######## block 1 ########
$ cat config.mk
export PLATFORM = sky130hd
export DESIGN_NAME = mem_access_unit
export DESIGN_NICKNAME = d
export VERILOG_FILES = /design/src/rtl/mem_access_unit.sv
export SDC_FILE = /design/constraint.sdc
export NUM_CORES = 1
export LEC_CHECK = 0
export ABC_AREA = 0
export CORE_AREA = 3 3 78 154
export DETAILED_ROUTE_END_ITERATION = 7
export DIE_AREA = 0 0 81 157
export PLACE_DENSITY = 0.78
export SYNTH_ARGS = -nofsm -noshare
export SYNTH_HDL_FRONTEND = slang
export SYNTH_SLANG_ARGS = --single-unit
export TNS_END_PERCENT = 100
$ cat constraint.sdc
create_clock -name clk -period 2.1 [get_ports clk]
set_input_delay 0.21 -clock clk [delete_from_list [all_inputs] [get_ports clk]]
set_output_delay 0.21 -clock clk [all_outputs]
set_load 0.02 [all_outputs]
$ cat src/rtl/mem_access_unit.sv
// RV32 data-memory access stage: issues word-aligned cache requests over valid/ready,
// generates store byte lanes and stalls the pipeline until each access completes.
module mem_access_unit #(
  parameter int unsigned WIDTH  = 32,
  parameter int unsigned ADDR_W = 32
) (
  input  logic              clk,
  input  logic              reset_n,
  input  logic              ex_valid,
  input  logic              ex_load,
  input  logic              ex_store,
  input  logic [2:0]        ex_func3,
  input  logic [ADDR_W-1:0] ex_addr,
  input  logic [WIDTH-1:0]  ex_wdata,
  output logic              stall,
  output logic              mem_req_valid,
  input  logic              mem_req_ready,
  output logic [ADDR_W-1:0] mem_req_addr,
  output logic              mem_req_we,
  output logic [3:0]        mem_req_wmask,
  output logic [WIDTH-1:0]  mem_req_wdata,
  input  logic              mem_resp_valid,
  input  logic [WIDTH-1:0]  mem_resp_data,
  output logic              ld_valid,
  output logic [1:0]        ld_addr_lo,
  output logic [2:0]        ld_func3,
  output logic [WIDTH-1:0]  ld_data,
  output logic              fault
);

  typedef enum logic [1:0] {
    S_IDLE = 2'd0,
    S_REQ  = 2'd1,
    S_WAIT = 2'd2
  } state_t;

  state_t state, state_nxt;

  logic             op_c;
  logic             bad_c;
  logic             accept_c;
  logic             load_done_c;
  logic [3:0]       wmask_c;
  logic [WIDTH-1:0] wdata_c;
  logic [1:0]       op_lo;
  logic [2:0]       op_f3;

  // Operation decode and alignment/legality check
  assign op_c  = ex_valid & (ex_load | ex_store);
  assign bad_c = (ex_load & ex_store)
               | (ex_func3[1:0] == 2'b11)
               | ((ex_func3[1:0] == 2'b01) & ex_addr[0])
               | ((ex_func3[1:0] == 2'b10) & (ex_addr[1:0] != 2'b00));

  // Store byte-lane enables and lane-replicated data; loads carry no lanes
  always_comb begin
    wmask_c = 4'b0000;
    wdata_c = '0;
    if (ex_store) begin
      case (ex_func3[1:0])
        2'b00: begin
          wmask_c = 4'b0001 << ex_addr[1:0];
          wdata_c = {4{ex_wdata[7:0]}};
        end
        2'b01: begin
          wmask_c = ex_addr[1] ? 4'b1100 : 4'b0011;
          wdata_c = {2{ex_wdata[15:0]}};
        end
        default: begin
          wmask_c = 4'b1111;
          wdata_c = ex_wdata;
        end
      endcase
    end
  end

  // Next-state, stall and capture strobes
  always_comb begin
    state_nxt   = state;
    stall       = 1'b0;
    accept_c    = 1'b0;
    load_done_c = 1'b0;
    case (state)
      S_IDLE: begin
        if (op_c && !bad_c) begin
          stall     = 1'b1;
          accept_c  = 1'b1;
          state_nxt = S_REQ;
        end
      end
      S_REQ: begin
        if (mem_req_ready) begin
          if (mem_req_we) begin
            state_nxt = S_IDLE;
          end else begin
            stall     = 1'b1;
            state_nxt = S_WAIT;
          end
        end else begin
          stall = 1'b1;
        end
      end
      S_WAIT: begin
        if (mem_resp_valid) begin
          load_done_c = 1'b1;
          state_nxt   = S_IDLE;
        end else begin
          stall = 1'b1;
        end
      end
      default: state_nxt = S_IDLE;
    endcase
  end

  always_ff @(posedge clk) begin
    if (!reset_n) begin
      state         <= S_IDLE;
      mem_req_valid <= 1'b0;
      mem_req_addr  <= '0;
      mem_req_we    <= 1'b0;
      mem_req_wmask <= 4'b0000;
      mem_req_wdata <= '0;
      op_lo         <= 2'b00;
      op_f3         <= 3'b000;
      ld_valid      <= 1'b0;
      ld_addr_lo    <= 2'b00;
      ld_func3      <= 3'b000;
      ld_data       <= '0;
      fault         <= 1'b0;
    end else begin
      state         <= state_nxt;
      mem_req_valid <= (state_nxt == S_REQ);
      fault         <= (state == S_IDLE) & op_c & bad_c;
      ld_valid      <= load_done_c;
      // Request fields stay frozen from acceptance until the handshake
      if (accept_c) begin
        mem_req_addr  <= {ex_addr[ADDR_W-1:2], 2'b00};
        mem_req_we    <= ex_store;
        mem_req_wmask <= wmask_c;
        mem_req_wdata <= wdata_c;
        op_lo         <= ex_addr[1:0];
        op_f3         <= ex_func3;
      end
      if (load_done_c) begin
        ld_data    <= mem_resp_data;
        ld_addr_lo <= op_lo;
        ld_func3   <= op_f3;
      end
    end
  end

endmodule

######## block 2 ########
===== src/rtl/sipo_deserializer.sv =====
// Serial-in, parallel-out receiver: collects WIDTH qualified bits into a word and
// offers it on a registered valid/ready port, flagging words dropped for lack of ready.
module sipo_deserializer #(
  parameter int WIDTH     = 4,
  parameter bit MSB_FIRST = 1'b1
) (
  input  logic             clk,
  input  logic             rst_n,
  input  logic             ser_in,
  input  logic             ser_valid,
  input  logic             clear,
  output logic [WIDTH-1:0] par_out,
  output logic             par_valid,
  input  logic             par_ready,
  output logic             busy,
  output logic             overrun
);

  localparam int CNT_W = $clog2(WIDTH);
  localparam logic [CNT_W-1:0] LAST = CNT_W'(WIDTH - 1);

  logic [WIDTH-1:0] sh_reg;
  logic [WIDTH-1:0] sh_next;
  logic [CNT_W-1:0] cnt_reg;
  logic [WIDTH-1:0] par_out_reg;
  logic             par_valid_reg;
  logic             overrun_reg;
  logic             complete;
  logic             accept;

  generate
    if (MSB_FIRST) begin : g_msb_first
      assign sh_next = {sh_reg[WIDTH-2:0], ser_in};
    end else begin : g_lsb_first
      assign sh_next = {ser_in, sh_reg[WIDTH-1:1]};
    end
  endgenerate

  assign complete = ser_valid && (cnt_reg == LAST);
  assign accept   = par_valid_reg && par_ready;

  always_ff @(posedge clk or negedge rst_n) begin
    if (!rst_n) begin
      sh_reg        <= '0;
      cnt_reg       <= '0;
      par_out_reg   <= '0;
      par_valid_reg <= 1'b0;
      overrun_reg   <= 1'b0;
    end else if (clear) begin
      // par_out deliberately holds its last word across an abort
      sh_reg        <= '0;
      cnt_reg       <= '0;
      par_valid_reg <= 1'b0;
      overrun_reg   <= 1'b0;
    end else begin
      if (ser_valid) begin
        sh_reg  <= sh_next;
        cnt_reg <= complete ? '0 : cnt_reg + 1'b1;
      end
      if (complete) begin
        // A word completing on an accept edge replaces the consumed one directly
        if (!par_valid_reg || par_ready) begin
          par_out_reg   <= sh_next;
          par_valid_reg <= 1'b1;
        end else begin
          overrun_reg <= 1'b1;
        end
      end else if (accept) begin
        par_valid_reg <= 1'b0;
      end
    end
  end

  assign par_out   = par_out_reg;
  assign par_valid = par_valid_reg;
  assign overrun   = overrun_reg;
  assign busy      = (cnt_reg != '0);

endmodule


===== config.mk =====
export PLATFORM = sky130hd
export DESIGN_NAME = sipo_deserializer
export DESIGN_NICKNAME = d
export VERILOG_FILES = /design/src/rtl/sipo_deserializer.sv
export SDC_FILE = /design/constraint.sdc
export NUM_CORES = 1
export LEC_CHECK = 0
export CAP_MARGIN = 30
export CORE_AREA = 3 3 40 42
export DETAILED_ROUTE_END_ITERATION = 8
export DIE_AREA = 0 0 43 45
export PLACE_DENSITY = 0.61
export SYNTH_ARGS = -nofsm -noshare
export SYNTH_HDL_FRONTEND = slang
export SYNTH_SLANG_ARGS = --single-unit

===== constraint.sdc =====
create_clock -name clk -period 1.95 [get_ports clk]
set_clock_uncertainty 0.05 [all_clocks]
set_input_delay 0.4875 -clock clk [delete_from_list [all_inputs] [get_ports clk]]
set_output_delay 0.4875 -clock clk [all_outputs]
set_load 0.01 [all_outputs]

Fig. 1: block 1, clock wiring as the flow saved it
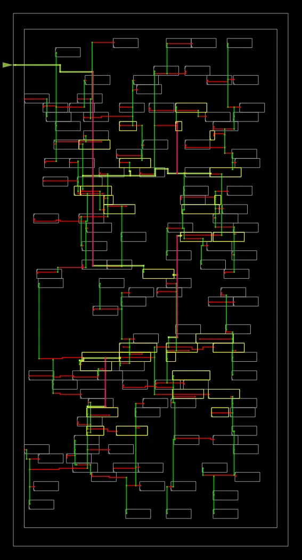
clk latency late pin: 0.39 ns
clock buffers: 21

==> results.cfg, block 1 <==
; flow metrics
[power_and_ir_drop]
ir_drop_v = 0.000657
powerDensity_mw_per_mm2 = 824

[worst_setup_path]
worstPathMaxFanout = 8
critPathKind = in2reg
reg2reg_depth = 5

[clock_network]
postCtsHoldBufs = 0
cts_buffer_depth = 2

[route]
drt_pass1_iterations = 6
m1WireLength_mm = 4.55

[yosys]
synthAdderAreaFrac_pct = 0
ys_cells = 484
common_cells = nand2_1 (119), dfxtp_1 (114), o21ai_0 (45), a21boi_0 (37), nand3_1 (36)
synthFlopType = dfxtp_1
synth.avg_cell_area_um2 = 9.00

[floorplanning]
core_area_mm2 = 0.0109
fp_util_pct = 39.8

[sta]
fin_crit_ns = 1.73
fmax_mhz = 577
hold_violations = 0
tns_ns = 0

[global_route]
grt_util_met2_pct = 40.8
grt.met3_usage_pct = 6.59
grt_busiest_layer = met2

[outcome]
status = finished clean

[layout]
final_util_pct = 66.9
block 1: area by class of cell:
type	instances	area, um^2	share of cell area (%)
multi-input combinational	330	1910	26.1
sequential	114	2280	31.2
clock buffer	21	470	6.43
timing repair buffer	232	2300	31.4
inverter	1	3.75	0.0513
tap	140	175	2.39
clock inverter	10	180	2.46
block 1: path summary, 6_finish.rpt:
path / from / end / slack, ns
max: ex_func3[0] / mem_req_wdata[9] / 0.37
min: reset_n / fault / 0.12
max reg2reg: state[0] / mem_req_wdata[15] / 0.57
min reg2reg: ld_data[19] / ld_data[19] / 0.46
block 1: layout by cell type, fill, tap and decap left out, drive strengths merged, types with 2 or more instances in the layout:
master	netlist	layout
a21boi	37	37
buf	13	20
clkinv	0	3
nand2b	2	2
o2bb2ai	20	20
nor3b	2	2
nand3	36	36
o21ai	45	45
conb	1	2
mux2i	24	24
a22o	16	16
dfxtp	114	114
a21oi	5	5
nor2	7	7
and2	4	4
bufinv	0	5
nand2	119	119
nor3	2	2
clkbuf	27	21
clkdlybuf4s50	0	211
clkinvlp	0	2
block 1: report_power, final:
part	switching, mW	internal, mW
Sequential	0.0277	2.22
Combinational	0.292	0.350
Clock	0.960	2.19
Total	1.28	4.75
Fig. 2: block 2, cells by drive strength
Scale bar: 10 um.
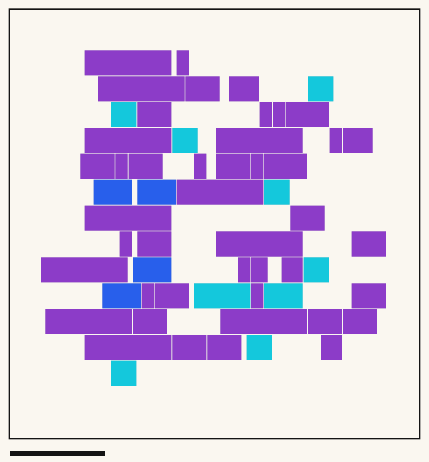
color	size	cells	share
purple	_0 and _1 cells	44	77%
cyan	_3 and _4 cells	9	16%
blue	_2 cells	4	7.0%

==> results.cfg, block 2 <==
; flow metrics
[outcome]
status = finished clean

[yosys]
yosysSeqAreaShare_pct = 55.1
largest_area_cell = dfrtp_1
fp_nets = 47
ys_area_um2 = 499

[sta]
rsz0062_at_grt = no

[layout]
post_route_cells_drive_above_1_share_pct = 22.8
nMultiInputCombCells = 23
final_nets = 66
largest_cell_class = flip-flops and latches

[global_route]
grt.met3_usage_pct = 3.59
grtUsageTotal_pct = 10.9
antenna_found_initial = 0
grt_pass1_wl_mm = 1.47

[placement]
hpwl_um = 662
portBuffers = 12

[route]
wirelength_um = 881
via_count = 324

[clock_network]
clk_pin_slew_ns = 0.07

[worst_setup_path]
reg2reg_to = par_out[1]
cp_top_family = buffers and inverters
reg2reg_depth = 5

[power_and_ir_drop]
power_switching_mw = 0.119
[block 2: kinds of logic (layout without fill, tap and decap cells)]
kind of cell | Yosys count | count (layout) | synth area share, %
adder cells (fa/ha/maj) | 2 | 2 | 5.01
AND-OR/OR-AND | 2 | 2 | 2.26
flip-flops | 11 | 11 | 55.1
buffers and inverters | 5 | 23 | 6.77
XOR/XNOR | 1 | 1 | 1.75
multiplexers | 8 | 8 | 17.0
AND/OR/NAND/NOR | 10 | 10 | 12.0
[block 2: per-stage QoR]
| step | instances | hold slack, ns | cell area [um^2] | util (%) |
|---|---|---|---|---|
| 2_1_floorplan | 39 | 0.142 | 499 | - |
| 3_3_place_gp | 66 | 0.426 | 631 | 49.1 |
| 3_5_place_dp | 66 | 0.445 | 631 | 49.1 |
| 4_1_cts | 72 | 0.461 | 671 | 52.2 |
| 5_1_grt | 72 | 0.481 | 671 | 52.2 |
| 6_report | 72 | 0.455 | 671 | 52.2 |
[block 2: Yosys cell counts]
cell / count
a21oi_1: 1
a31oi_1: 1
buf_6: 2
dfrtp_1: 11
ha_1: 2
inv_1: 3
mux2_2: 4
mux2i_1: 4
nand2_4: 1
nor2_1: 7
nor2b_1: 1
nor3_4: 1
xnor2_1: 1

==> gallery <==
Clock distribution.
Plate I
Scale bar: 20 um.
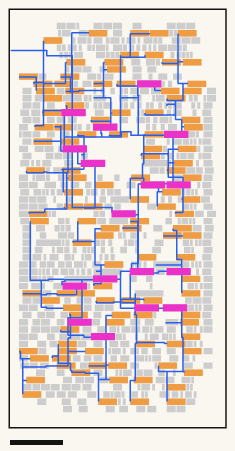
Plate II
Scale bar: 10 um.
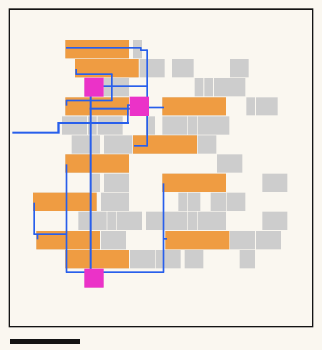
Of these, largest die: Plate I
Of these, most sequential cells: Plate I
For block 2, see Plate II.
For block 1, see Plate I.



==> notes/layouts.md <==
Pictures saved along the way, in no particular order.

Sequential cells grouped by signal name.
panel A
Scale bar: 20 um. Other sequential cells in the stronger gray, the rest of the logic in the fainter gray.
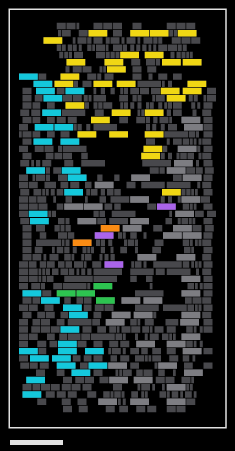
panel B
Scale bar: 10 um. Other sequential cells in the stronger gray, the rest of the logic in the fainter gray.
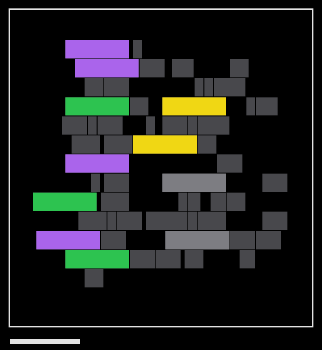
panel A: block 1
panel B: block 2
- largest die: panel A

Key to panel B:
color	netlist name	flops
yellow	cnt_reg	2
purple	par_out	4
green	sh_reg	3
not colored	2

